# ---- instr_fetch_seq ----
instr_fetch_seq/logic_types.png
(3 px per µm)
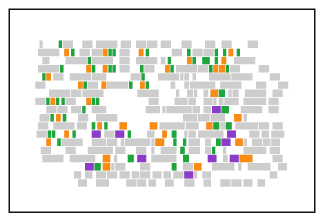

$ cat src/rtl/instr_fetch_seq_pkg.sv
// rtl/instr_fetch_seq_pkg.sv - shared state codes, default widths and fetch-timeout limit
package instr_fetch_seq_pkg;

  localparam int DEF_ADDR_W = 10;
  localparam int DEF_DATA_W = 20;

  // REQ cycles without mem_ack before the sequencer gives up
  localparam logic [3:0] TIMEOUT_LIMIT = 4'd15;

  typedef logic [2:0] state_t;

  localparam state_t ST_IDLE = 3'd0;
  localparam state_t ST_REQ  = 3'd1;
  localparam state_t ST_LOAD = 3'd2;
  localparam state_t ST_HOLD = 3'd3;
  localparam state_t ST_ERR  = 3'd4;

endpackage

$ cat src/rtl/instr_fetch_seq_fetch_pc.sv
// rtl/instr_fetch_seq_fetch_pc.sv - program counter with increment, natural wrap and jump load
module fetch_pc
  import instr_fetch_seq_pkg::*;
#(
  parameter int                ADDR_W   = DEF_ADDR_W,
  parameter logic [ADDR_W-1:0] PC_RESET = '0
) (
  input  logic              clk,
  input  logic              rst,
  input  logic              inc,
  input  logic              load,
  input  logic [ADDR_W-1:0] load_addr,
  output logic [ADDR_W-1:0] pc
);

  logic [ADDR_W-1:0] pc_q;
  logic [ADDR_W-1:0] pc_d;

  // Jump wins over increment; the two never coincide in the sequencer anyway
  always_comb begin
    pc_d = pc_q;
    if (load) begin
      pc_d = load_addr;
    end else if (inc) begin
      pc_d = pc_q + ADDR_W'(1);
    end
  end

  always_ff @(posedge clk) begin
    if (rst) begin
      pc_q <= PC_RESET;
    end else begin
      pc_q <= pc_d;
    end
  end

  assign pc = pc_q;

endmodule

$ cat src/rtl/instr_fetch_seq.sv
// rtl/instr_fetch_seq.sv - instruction fetch sequencer FSM with registered outputs
// Optional fetch timeout and sticky err flag enabled by FETCH_TIMEOUT_EN.
module instr_fetch_seq
  import instr_fetch_seq_pkg::*;
#(
  parameter int                ADDR_W   = DEF_ADDR_W,
  parameter int                DATA_W   = DEF_DATA_W,
  parameter logic [ADDR_W-1:0] PC_RESET = '0
) (
  input  logic              clk,
  input  logic              rst,
  input  logic              run,
  input  logic              stall,
  input  logic              jmp,
  input  logic [ADDR_W-1:0] jmp_addr,
  output logic              mem_req,
  output logic [ADDR_W-1:0] mem_addr,
  input  logic              mem_ack,
  input  logic [DATA_W-1:0] mem_data,
  output logic [DATA_W-1:0] ir_data,
  output logic              ir_enable,
  output logic [ADDR_W-1:0] pc,
  output logic              busy,
  output logic              err
);

  state_t            state_q, state_d;
  logic [DATA_W-1:0] ir_data_q, ir_data_d;
  logic              mem_req_q, mem_req_d;
  logic              ir_enable_q, ir_enable_d;
  logic              busy_q, busy_d;
  logic              pc_inc, pc_load;
`ifdef FETCH_TIMEOUT_EN
  logic [3:0]        cnt_q, cnt_d;
  logic              err_q, err_d;
`endif

  always_comb begin
    state_d   = state_q;
    ir_data_d = ir_data_q;
`ifdef FETCH_TIMEOUT_EN
    cnt_d     = cnt_q;
`endif
    case (state_q)
      ST_IDLE: if (run) state_d = ST_REQ;
      ST_REQ: begin
        if (mem_ack) begin
          state_d   = ST_LOAD;
          ir_data_d = mem_data;
`ifdef FETCH_TIMEOUT_EN
          cnt_d     = '0;
        end else begin
          cnt_d = cnt_q + 4'd1;
          if (cnt_d == TIMEOUT_LIMIT) state_d = ST_ERR;
`endif
        end
      end
      ST_LOAD: begin
        if (!run)       state_d = ST_IDLE;
        else if (stall) state_d = ST_HOLD;
        else            state_d = ST_REQ;
      end
      ST_HOLD: begin
        if (!run)        state_d = ST_IDLE;
        else if (!stall) state_d = ST_REQ;
      end
`ifdef FETCH_TIMEOUT_EN
      ST_ERR:  state_d = ST_ERR;
`endif
      default: state_d = ST_IDLE;
    endcase
  end

  // Outputs are decoded from the next state so they register alongside it
  always_comb begin
    mem_req_d   = (state_d == ST_REQ);
    ir_enable_d = (state_d == ST_LOAD);
    busy_d      = (state_d != ST_IDLE);
`ifdef FETCH_TIMEOUT_EN
    err_d       = err_q | (state_d == ST_ERR);
`endif
  end

  assign pc_inc  = (state_q == ST_LOAD);
  assign pc_load = jmp && ((state_q == ST_IDLE) || (state_q == ST_HOLD));

  always_ff @(posedge clk) begin
    if (rst) begin
      state_q     <= ST_IDLE;
      ir_data_q   <= '0;
      mem_req_q   <= 1'b0;
      ir_enable_q <= 1'b0;
      busy_q      <= 1'b0;
`ifdef FETCH_TIMEOUT_EN
      cnt_q       <= '0;
      err_q       <= 1'b0;
`endif
    end else begin
      state_q     <= state_d;
      ir_data_q   <= ir_data_d;
      mem_req_q   <= mem_req_d;
      ir_enable_q <= ir_enable_d;
      busy_q      <= busy_d;
`ifdef FETCH_TIMEOUT_EN
      cnt_q       <= cnt_d;
      err_q       <= err_d;
`endif
    end
  end

  fetch_pc #(
    .ADDR_W   (ADDR_W),
    .PC_RESET (PC_RESET)
  ) u_fetch_pc (
    .clk       (clk),
    .rst       (rst),
    .inc       (pc_inc),
    .load      (pc_load),
    .load_addr (jmp_addr),
    .pc        (pc)
  );

  assign mem_req   = mem_req_q;
  assign mem_addr  = pc;
  assign ir_data   = ir_data_q;
  assign ir_enable = ir_enable_q;
  assign busy      = busy_q;
`ifdef FETCH_TIMEOUT_EN
  assign err       = err_q;
`else
  assign err       = 1'b0;
`endif

endmodule

$ cat config.mk
export PLATFORM = sky130hd
export DESIGN_NAME = instr_fetch_seq
export DESIGN_NICKNAME = d
export VERILOG_FILES = /design/src/rtl/instr_fetch_seq_pkg.sv /design/src/rtl/instr_fetch_seq_fetch_pc.sv /design/src/rtl/instr_fetch_seq.sv
export SDC_FILE = /design/constraint.sdc
export NUM_CORES = 1
export LEC_CHECK = 0
export CORE_ASPECT_RATIO = 0.6
export CORE_MARGIN = 8
export CORE_UTILIZATION = 35
export CTS_CLUSTER_DIAMETER = 50
export DETAILED_ROUTE_END_ITERATION = 8
export GPL_ROUTABILITY_DRIVEN = 1
export GPL_TIMING_DRIVEN = 0
export PLACE_DENSITY_LB_ADDON = 0.12
export SLEW_MARGIN = 20
export SYNTH_ARGS = -nofsm -noshare
export SYNTH_HDL_FRONTEND = slang
export SYNTH_SLANG_ARGS = --single-unit
$ cat constraint.sdc
create_clock -name clk -period 1.6 [get_ports clk]
set_input_delay 0.32 -clock clk [delete_from_list [all_inputs] [get_ports clk]]
set_output_delay 0.32 -clock clk [all_outputs]
set_load 0.01 [all_outputs]
# ---- ing_record_tx ----
<file path="config.mk">
export PLATFORM = sky130hd
export DESIGN_NAME = ing_record_tx
export DESIGN_NICKNAME = d
export VERILOG_FILES = /design/src/rtl/ing_record_tx.sv
export SDC_FILE = /design/constraint.sdc
export NUM_CORES = 1
export LEC_CHECK = 0
export ABC_AREA = 1
export ABC_CLOCK_PERIOD_IN_PS = 2380
export CAP_MARGIN = 40
export CORE_ASPECT_RATIO = 1.75
export CORE_UTILIZATION = 35
export CTS_CLUSTER_SIZE = 10
export DETAILED_ROUTE_END_ITERATION = 12
export HOLD_SLACK_MARGIN = 0.12
export PLACE_DENSITY = 0.67
export SYNTH_ARGS = -nofsm -noshare
export SYNTH_HDL_FRONTEND = slang
export SYNTH_SLANG_ARGS = --single-unit
</file>
<file path="constraint.sdc">
create_clock -name clock -period 2.38 [get_ports clock]
set_clock_uncertainty 0.1 [all_clocks]
set_input_delay 0.476 -clock clock [delete_from_list [all_inputs] [get_ports clock]]
set_output_delay 0.476 -clock clock [all_outputs]
set_load 0.1 [all_outputs]
</file>
<file path="src/rtl/ing_record_tx.sv">
// ing_record_tx: captures {pl, op} records and serializes them LSB-first onto
// an AXI-stream style beat interface, one beat per clock when unstalled.
// Optional feature macro: ING_RECORD_TX_SEQ_EN prepends a header beat per
// record whose low 8 bits carry a wrapping 8-bit sequence number.
module ing_record_tx #(
  parameter int NUM   = 6,
  parameter int DSIZE = 8
) (
  input  logic             clock,
  input  logic             rst,
  input  logic             in_valid,
  output logic             in_ready,
  input  logic [31:0]      in_op,
  input  logic [NUM-1:0]   in_pl,
  output logic [DSIZE-1:0] axis_tdata,
  output logic             axis_tvalid,
  input  logic             axis_tready,
  output logic             axis_tlast
);
  localparam int W      = 32 + NUM;
  localparam int DBEATS = (W + DSIZE - 1) / DSIZE;
  localparam int DW     = DBEATS * DSIZE;
`ifdef ING_RECORD_TX_SEQ_EN
  localparam int BEATS  = DBEATS + 1;
`else
  localparam int BEATS  = DBEATS;
`endif
  localparam int SW     = BEATS * DSIZE;
  localparam int CW     = (BEATS > 1) ? $clog2(BEATS) : 1;

  typedef enum logic {IDLE = 1'b0, SEND = 1'b1} state_t;

  state_t        state_q;
  logic [CW-1:0] cnt_q;
  logic [CW-1:0] cnt_d;
  logic [SW-1:0] shift_q;
  logic          tlast_q;
  logic [DW-1:0] recPad;
  logic [SW-1:0] loadWord;
  logic          outFire;
  logic          lastFire;
  logic          inFire;
`ifdef ING_RECORD_TX_SEQ_EN
  logic [7:0]       seq_q;
  logic [DSIZE-1:0] hdrBeat;
`endif

  assign axis_tvalid = (state_q == SEND);
  assign axis_tdata  = shift_q[DSIZE-1:0];
  assign axis_tlast  = tlast_q;

  assign outFire  = axis_tvalid && axis_tready;
  assign lastFire = outFire && tlast_q;
  // Accept a new record when idle, or in the very cycle the final beat leaves
  // so consecutive records stream without a bubble.
  assign in_ready = !rst && ((state_q == IDLE) || lastFire);
  assign inFire   = in_valid && in_ready;
  assign cnt_d    = cnt_q + CW'(1);

  // Zero-extend the incoming record to a whole number of beats.
  always_comb begin
    recPad        = '0;
    recPad[W-1:0] = {in_pl, in_op};
  end

`ifdef ING_RECORD_TX_SEQ_EN
  // Header beat carries the sequence number in its low byte, upper bits zero.
  always_comb begin
    hdrBeat      = '0;
    hdrBeat[7:0] = seq_q;
  end

  assign loadWord = {recPad, hdrBeat};

  // Sequence number advances each time a header beat is taken downstream.
  always_ff @(posedge clock) begin
    if (rst) begin
      seq_q <= '0;
    end else if (outFire && (cnt_q == '0)) begin
      seq_q <= seq_q + 8'd1;
    end
  end
`else
  assign loadWord = recPad;
`endif

  // Record FSM: load on input handshake, shift one beat out per output
  // handshake, reload directly on a last-beat/new-record overlap.
  always_ff @(posedge clock) begin
    if (rst) begin
      state_q <= IDLE;
      cnt_q   <= '0;
      shift_q <= '0;
      tlast_q <= 1'b0;
    end else if (inFire) begin
      state_q <= SEND;
      cnt_q   <= '0;
      shift_q <= loadWord;
      tlast_q <= (BEATS == 1);
    end else if (lastFire) begin
      state_q <= IDLE;
      cnt_q   <= '0;
      tlast_q <= 1'b0;
    end else if (outFire) begin
      cnt_q   <= cnt_d;
      shift_q <= shift_q >> DSIZE;
      tlast_q <= (cnt_d == CW'(BEATS - 1));
    end
  end

endmodule

</file>
# ---- ssb_sync_ctrl ----
$ cat config.mk
export PLATFORM = sky130hd
export DESIGN_NAME = ssb_sync_ctrl
export DESIGN_NICKNAME = d
export VERILOG_FILES = /design/src/rtl/ssb_sync_pkg.sv /design/src/rtl/ssb_sync_ctrl_window_counter.sv /design/src/rtl/ssb_sync_ctrl.sv
export SDC_FILE = /design/constraint.sdc
export NUM_CORES = 1
export LEC_CHECK = 0
export ABC_AREA = 1
export CAP_MARGIN = 0
export CORE_MARGIN = 8
export CORE_UTILIZATION = 35
export CTS_CLUSTER_DIAMETER = 80
export DETAILED_ROUTE_END_ITERATION = 6
export PLACE_DENSITY_LB_ADDON = 0.2
export SLEW_MARGIN = 10
export SYNTH_ARGS = -nofsm -noshare
export SYNTH_HDL_FRONTEND = slang
export SYNTH_HIERARCHICAL = 1
export SYNTH_SLANG_ARGS = --single-unit
$ cat constraint.sdc
create_clock -name clk_i -period 2.7 [get_ports clk_i]
set_input_delay 0.27 -clock clk_i [delete_from_list [all_inputs] [get_ports clk_i]]
set_output_delay 0.27 -clock clk_i [all_outputs]
set_load 0.005 [all_outputs]
$ cat src/rtl/ssb_sync_pkg.sv
// Shared types and helpers for the SSB acquisition/tracking controller.
package ssb_sync_pkg;

  localparam int N_ID_1_W = 9;
  localparam int N_ID_2_W = 2;
  localparam int N_ID_W   = 10;

  typedef enum logic [1:0] {
    SEARCH   = 2'd0,
    WAIT_SSS = 2'd1,
    TRACK    = 2'd2
  } sync_state_e;

  // Physical cell ID = 3*N_id_1 + N_id_2, built from shift-and-add.
  function automatic logic [N_ID_W-1:0] compose_n_id(
    input logic [N_ID_1_W-1:0] n_id_1,
    input logic [N_ID_2_W-1:0] n_id_2
  );
    logic [N_ID_W-1:0] x1;
    x1 = {1'b0, n_id_1};
    return (x1 << 1) + x1 + {{(N_ID_W-N_ID_2_W){1'b0}}, n_id_2};
  endfunction

endpackage

$ cat src/rtl/ssb_sync_ctrl_window_counter.sv
// Valid-sample counter with clear/load, plus tracking-window and close/timeout compares.
module ssb_window_counter #(
  parameter int SSB_PERIOD  = 76800,
  parameter int SEARCH_WIN  = 64,
  parameter int SSS_TIMEOUT = 4096,
  parameter int CNT_W       = $clog2(SSB_PERIOD + SEARCH_WIN + 1)
) (
  input  logic             clk_i,
  input  logic             reset_i,
  input  logic             valid_i,
  input  logic             en_i,
  input  logic             clr_i,
  input  logic             load_i,
  output logic [CNT_W-1:0] cnt_o,
  output logic             in_win_o,
  output logic             in_win_nxt_o,
  output logic             close_o,
  output logic             timeout_o
);

  localparam logic [CNT_W-1:0] WIN_LO      = CNT_W'(SSB_PERIOD - SEARCH_WIN);
  localparam logic [CNT_W-1:0] WIN_HI      = CNT_W'(SSB_PERIOD + SEARCH_WIN);
  localparam logic [CNT_W-1:0] LOAD_VAL    = CNT_W'(SEARCH_WIN);
  localparam logic [CNT_W-1:0] TIMEOUT_VAL = CNT_W'(SSS_TIMEOUT);

  logic [CNT_W-1:0] cnt_q, cnt_d;

  function automatic logic in_window(input logic [CNT_W-1:0] c);
    return (c >= WIN_LO) && (c <= WIN_HI);
  endfunction

  always_comb begin
    cnt_d = cnt_q;
    if (clr_i) begin
      cnt_d = '0;
    end else if (load_i) begin
      cnt_d = LOAD_VAL;
    end else if (en_i && valid_i) begin
      cnt_d = cnt_q + 1'b1;
    end
  end

  always_ff @(posedge clk_i or posedge reset_i) begin
    if (reset_i) begin
      cnt_q <= '0;
    end else begin
      cnt_q <= cnt_d;
    end
  end

  assign cnt_o        = cnt_q;
  assign in_win_o     = in_window(cnt_q);
  // Registered window output tracks the count it will sit next to.
  assign in_win_nxt_o = in_window(cnt_d);
  assign close_o      = (cnt_q >= WIN_HI);
  assign timeout_o    = (cnt_q >= TIMEOUT_VAL);

endmodule

$ cat src/rtl/ssb_sync_ctrl.sv
// SSB acquisition/tracking sequencer between PSS detector, FFT demod and SSS detector.
// state    | meaning
// SEARCH   | waiting for any PSS peak, window fully open
// WAIT_SSS | FFT demod started, SSS detector armed, awaiting N_id_1
// TRACK    | flywheeling over the SSB period, in-window hits only
module ssb_sync_ctrl
  import ssb_sync_pkg::*;
#(
  parameter int SSB_PERIOD  = 76800,
  parameter int SEARCH_WIN  = 64,
  parameter int LOCK_CNT    = 2,
  parameter int MISS_MAX    = 3,
  parameter int SSS_TIMEOUT = 4096,
  parameter int CNT_W       = $clog2(SSB_PERIOD + SEARCH_WIN + 1)
) (
  input  logic                  clk_i,
  input  logic                  reset_i,
  input  logic                  s_axis_in_tvalid,
  input  logic                  peak_detected_i,
  input  logic [N_ID_2_W-1:0]   N_id_2_i,
  input  logic                  sss_valid_i,
  input  logic [N_ID_1_W-1:0]   N_id_1_i,
  output logic                  ssb_start_o,
  output logic [N_ID_2_W-1:0]   N_id_2_o,
  output logic                  N_id_2_valid_o,
  output logic                  pss_win_o,
  output logic                  locked_o,
  output logic [N_ID_W-1:0]     N_id_o,
  output logic                  N_id_valid_o,
  output logic signed [CNT_W:0] timing_err_o,
  output logic [1:0]            state_o
);

  localparam int HIT_W  = $clog2(LOCK_CNT + 1);
  localparam int MISS_W = $clog2(MISS_MAX + 1);
  localparam int ERR_W  = CNT_W + 1;
  localparam logic [HIT_W-1:0]  LOCK_V   = HIT_W'(LOCK_CNT);
  localparam logic [MISS_W-1:0] MISS_V   = MISS_W'(MISS_MAX);
  localparam logic signed [ERR_W-1:0] PERIOD_S = ERR_W'(SSB_PERIOD);
  localparam int CNT_MAX = (SSS_TIMEOUT > SSB_PERIOD + SEARCH_WIN) ?
                           SSS_TIMEOUT : SSB_PERIOD + SEARCH_WIN;

  sync_state_e state_q, state_d;
  logic ssb_start_q, ssb_start_d;
  logic [N_ID_2_W-1:0] n_id_2_q, n_id_2_d;
  logic n_id_2_valid_q, n_id_2_valid_d;
  logic pss_win_q, pss_win_d;
  logic locked_q, locked_d;
  logic [N_ID_W-1:0] n_id_q, n_id_d;
  logic n_id_valid_q, n_id_valid_d;
  logic signed [ERR_W-1:0] timing_err_q, timing_err_d;
  logic [HIT_W-1:0] hit_cnt_q, hit_cnt_d;
  logic [MISS_W-1:0] miss_cnt_q, miss_cnt_d;

  logic [CNT_W-1:0] cnt;
  logic cnt_clr, cnt_load, cnt_en;
  logic cnt_in_win, cnt_in_win_nxt, cnt_close, cnt_timeout;
  logic hit, miss;

  assign cnt_en = (state_q != SEARCH);

  ssb_window_counter #(
    .SSB_PERIOD  (SSB_PERIOD),
    .SEARCH_WIN  (SEARCH_WIN),
    .SSS_TIMEOUT (SSS_TIMEOUT),
    .CNT_W       (CNT_W)
  ) u_win_cnt (
    .clk_i        (clk_i),
    .reset_i      (reset_i),
    .valid_i      (s_axis_in_tvalid),
    .en_i         (cnt_en),
    .clr_i        (cnt_clr),
    .load_i       (cnt_load),
    .cnt_o        (cnt),
    .in_win_o     (cnt_in_win),
    .in_win_nxt_o (cnt_in_win_nxt),
    .close_o      (cnt_close),
    .timeout_o    (cnt_timeout)
  );

  always_comb begin
    state_d        = state_q;
    ssb_start_d    = 1'b0;
    n_id_2_valid_d = 1'b0;
    n_id_valid_d   = 1'b0;
    n_id_2_d       = n_id_2_q;
    n_id_d         = n_id_q;
    locked_d       = locked_q;
    timing_err_d   = timing_err_q;
    hit_cnt_d      = hit_cnt_q;
    miss_cnt_d     = miss_cnt_q;
    cnt_clr        = 1'b0;
    cnt_load       = 1'b0;
    hit            = 1'b0;
    miss           = 1'b0;

    unique case (state_q)
      SEARCH: begin
        if (peak_detected_i) begin
          n_id_2_d       = N_id_2_i;
          hit_cnt_d      = HIT_W'(1);
          miss_cnt_d     = '0;
          ssb_start_d    = 1'b1;
          n_id_2_valid_d = 1'b1;
          cnt_clr        = 1'b1;
          state_d        = WAIT_SSS;
        end
      end

      WAIT_SSS: begin
        // A result arriving on the timeout sample still wins.
        if (sss_valid_i) begin
          n_id_d       = compose_n_id(N_id_1_i, n_id_2_q);
          n_id_valid_d = 1'b1;
          state_d      = TRACK;
        end else if (s_axis_in_tvalid && cnt_timeout) begin
          cnt_clr = 1'b1;
          state_d = SEARCH;
        end
      end

      TRACK: begin
        hit  = peak_detected_i && cnt_in_win && (N_id_2_i == n_id_2_q);
        miss = s_axis_in_tvalid && cnt_close && !hit;
        if (hit) begin
          timing_err_d = $signed({1'b0, cnt}) - PERIOD_S;
          ssb_start_d  = 1'b1;
          miss_cnt_d   = '0;
          hit_cnt_d    = (hit_cnt_q >= LOCK_V) ? LOCK_V : hit_cnt_q + 1'b1;
          if (hit_cnt_d == LOCK_V) begin
            locked_d = 1'b1;
          end
          cnt_clr = 1'b1;
        end else if (miss) begin
          miss_cnt_d = miss_cnt_q + 1'b1;
          hit_cnt_d  = '0;
          cnt_load   = 1'b1;
          if (miss_cnt_d >= MISS_V) begin
            locked_d = 1'b0;
            cnt_clr  = 1'b1;
            state_d  = SEARCH;
          end
        end
      end

      default: begin
        cnt_clr = 1'b1;
        state_d = SEARCH;
      end
    endcase
  end

  assign pss_win_d = (state_d == SEARCH) || ((state_d == TRACK) && cnt_in_win_nxt);

  always_ff @(posedge clk_i or posedge reset_i) begin
    if (reset_i) begin
      state_q        <= SEARCH;
      ssb_start_q    <= 1'b0;
      n_id_2_q       <= '0;
      n_id_2_valid_q <= 1'b0;
      pss_win_q      <= 1'b1;
      locked_q       <= 1'b0;
      n_id_q         <= '0;
      n_id_valid_q   <= 1'b0;
      timing_err_q   <= '0;
      hit_cnt_q      <= '0;
      miss_cnt_q     <= '0;
    end else begin
      state_q        <= state_d;
      ssb_start_q    <= ssb_start_d;
      n_id_2_q       <= n_id_2_d;
      n_id_2_valid_q <= n_id_2_valid_d;
      pss_win_q      <= pss_win_d;
      locked_q       <= locked_d;
      n_id_q         <= n_id_d;
      n_id_valid_q   <= n_id_valid_d;
      timing_err_q   <= timing_err_d;
      hit_cnt_q      <= hit_cnt_d;
      miss_cnt_q     <= miss_cnt_d;
    end
  end

  assign ssb_start_o    = ssb_start_q;
  assign N_id_2_o       = n_id_2_q;
  assign N_id_2_valid_o = n_id_2_valid_q;
  assign pss_win_o      = pss_win_q;
  assign locked_o       = locked_q;
  assign N_id_o         = n_id_q;
  assign N_id_valid_o   = n_id_valid_q;
  assign timing_err_o   = timing_err_q;
  assign state_o        = state_q;

  // The counter never wraps: its largest legal value must fit CNT_W.
  cnt_bound_a: assert property (@(posedge clk_i) disable iff (reset_i)
    (32'(cnt) <= CNT_MAX) && (CNT_MAX < (1 << CNT_W)));

endmodule

ing_record_tx/clocks.png
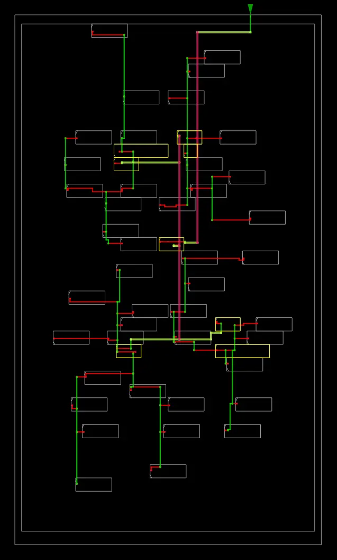
Clock net power: 0.678 mW
Flops: 43
total CTS buffers: 5
worst-skew pair later-pin latency: 0.30 ns
CLK BUF: 5

==> results.txt, ing_record_tx <==
flow finished, numbers: P&R area growth vs syn 29.4%, biggest area cells dfxtp_1, nand2_1, a21oi_1, # setup viols final 0, ClkCell Share between 4 and 5%, Worst R2R End shift_q[4], Simple Share, Synth 36.1%, status completed, Worst Path Buf+Inv 2, Yosys chip area about 0.0022 mm², routed wire length per instance 12.1 µm, combinational share of cell area between 30% and 40%, PwrDens 638 mW/mm², Setup crit start kind input pin, post-detail-place hpwl between 3000 and 4000 µm, largest stage delay on the critical path 0.46 ns, setup slack at placement 0.175 ns, Commonest Layout Cell nand2_1, cell family with most CP delay buffers and inverters, first drt pass iteration count 4, Flop area between 800 and 900 µm², Total GRT Usage 17.3%, slowest CP cell clkdlybuf4s50_1
ing_record_tx: layer usage:
metal	GRT usage, %	share of wire (%)
met1	19.5	38
met2	31.4	54
met3	2.11	4.9
met4	9.30	3.2
met5	0	0
ing_record_tx: power by group through the flow:
stage	combinational, mW	sequential (mW)	clock [mW]
finish	0.385	0.789	0.678
global route	0.420	0.796	0.721
CTS	0.388	0.789	0.689
detailed placement	0.386	0.806	0
global placement	0.383	0.805	0
floorplan	0.259	0.808	0
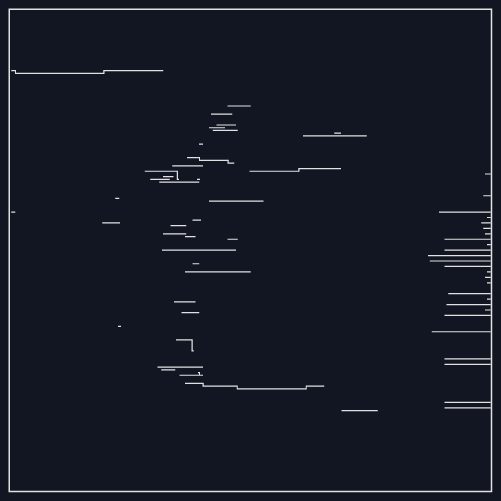
ssb_sync_ctrl/layer_met3.png
(4 px per µm)
longest straight run = 22.1 µm
nets with wire on the layer = 57
main direction = horizontal
wire length on this layer = 487 µm

==> results.txt, ssb_sync_ctrl <==
flow finished, numbers: final hold violations 0, CLK BUF 11, mux share 0%, EDFF count, synth 0, grt met1 use 19.8%, final core occ 48.8%, Setup crit start kind flop, Commonest Layout Cell nand2_1, Rel. slew slack about half, total CTS buffers 9, Post-synth seq share 38.2%, OpenROAD warning count 30, status complete, but fails checks, ANT cells 0, failing checks setup timing, # setup viols final 1, Total GRT Usage 15.3%, biggest area cells dfrtp_1, nand2_1, inv_1, WL met1 5050 µm, worst vdd ir 0.275 mV, CTS tree built, Die Size approximately 0.014 mm², First DRT Iteration DRCs 279, Worst Slack Setup Final -0.216 ns, Post-Syn Area between 0.003 and 0.004 mm², largest net degree at the start of global routing 32, Top cells excl fill/tap nand2_1, inv_1, buf_4, crit-path max FO 9, cell family with most CP delay simple AND/OR/NAND/NOR gates, metal2 WL 5090 µm, WL met3 about 490 µm, r2r startpoint u_win_cnt/cnt_o[14], Post-CTS Hold Buffers 0, worst hold path type input pin to async pin, Layout Cells excl Fill 783, Async SR Flop Fraction 100%, drt total wl 10,700 µm, CTS Sinks 58, fmax roughly 340 MHz, R2R depth 25, Simple Share, Synth between 30% and 40%, synth warn 6, combinational share of cell area 38.7%
## ssb_sync_ctrl: report_power, final
group	switching (mW)	internal (mW)
clock	0.371	0.661
sequential	0.110	1.03
combinational	0.669	0.600
total	1.15	2.29
## ssb_sync_ctrl: through the flow
stage               TNS [ns]  area [µm²]
floorplan                  0        3810
global placement      -0.169        4860
detailed placement    -0.289        4860
CTS                   -0.179        5140
global route           -1.15        5220
finish                -0.216        5220
## ssb_sync_ctrl: repair_timing
action,CTS,global route
hold endpoints to repair,0,0
endpoints found under the setup margin,1,11
setup buffers,1,5
resized,6,16
pin swaps,2,3
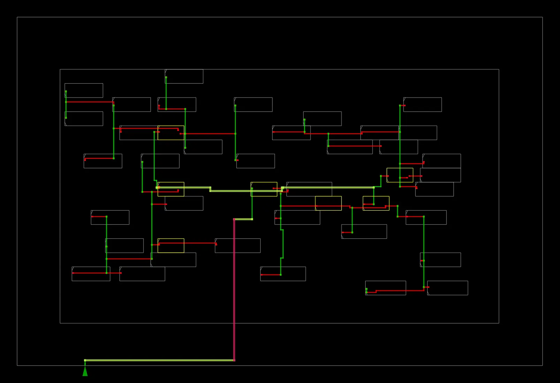
instr_fetch_seq/clocks.png
Fin Clk Skew: 0.00556 ns
Flops: 36
total CTS buffers: 5

Notes on instr_fetch_seq/logic_types.png above:
inverting AOI/OAI gates -> orange  # cells 33
NAND gates -> green  # cells 56
XOR/XNOR gates -> purple  # cells 10

==> results.txt, instr_fetch_seq <==
flow finished, numbers: clk buf depth 2, final core occ 62.0%, Worst Slack Setup Final -0.0479 ns, Top Metal Used met4, setup TNS -0.0479 ns, PwrDens approximately 760 mW/mm², first-pass GRT wire length 7490 µm, dominant power group registers, failing checks setup timing, crit path cell chain or3b_4, or4_4, xor2_1, a211oi_2, aoi share a little over an eighth, IO Pins 80, die height between 60 and 70 µm, Die X 101 µm, Post-Syn Area ~0.0015 mm², Worst R2R End u_fetch_pc.pc[8], # setup viols final 1, #FFs+latches synth 36, average cell area after synthesis 8.31 µm², Commonest Layout Cell clkdlybuf4s50_1, R2R depth 4, r2r setup slk -0.05 ns, status complete, but fails checks, WL met1 2340 µm, Yosys chip area 0.00153 mm²
[instr_fetch_seq: state kept, by name, indices dropped and copies added, names as in the netlist]
signal         flops
state_q            3
ir_data           20
mem_req            1
busy               1
u_fetch_pc.pc     10
ir_enable          1
[instr_fetch_seq: final cells by class]
type	count	area, µm²
plain buffers	21	128
clock buffers	7	96.3
multi-input cells	124	693
fillers	406	1580
well taps	60	75.1
repair buffers	82	803
inverters	4	15.0
flip-flops and latches	36	757


==> notes/layouts.md <==
Pictures saved along the way, in no particular order.

Clock wires, drivers and flops.
panel A
(4 px per µm)
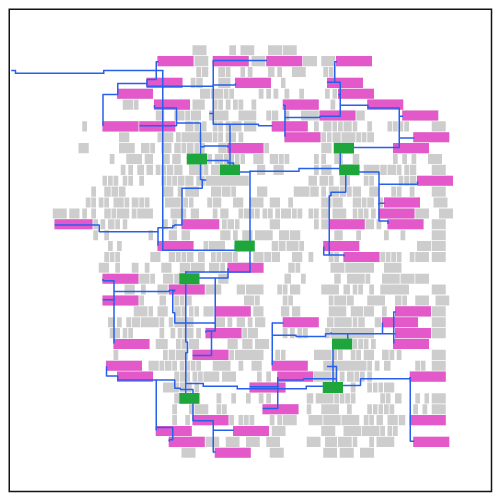
panel B
(6 px per µm)
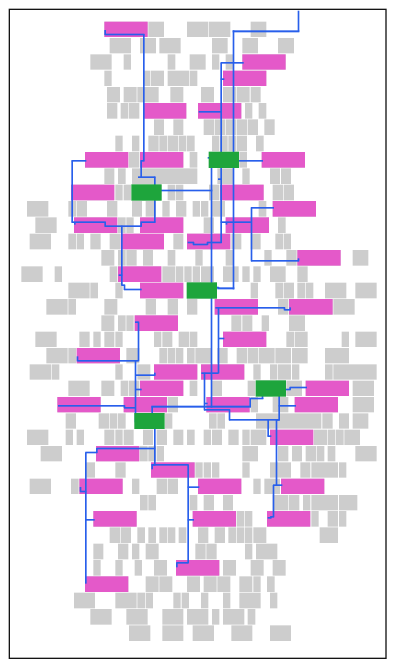
panel C
(4 px per µm)
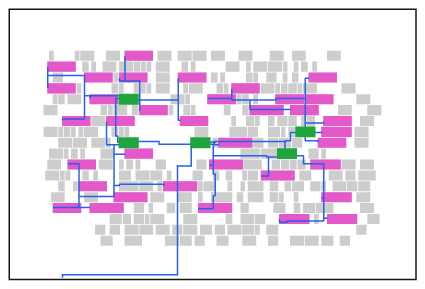
ssb_sync_ctrl -> panel A
instr_fetch_seq -> panel C
ing_record_tx -> panel B

Key to panel A:
clock wires -> blue  # length 953 µm
clock drivers -> green  # count 9
flip-flops -> magenta  # count 58
routed clock nets = 10

Power and IR drop assume default switching activity.
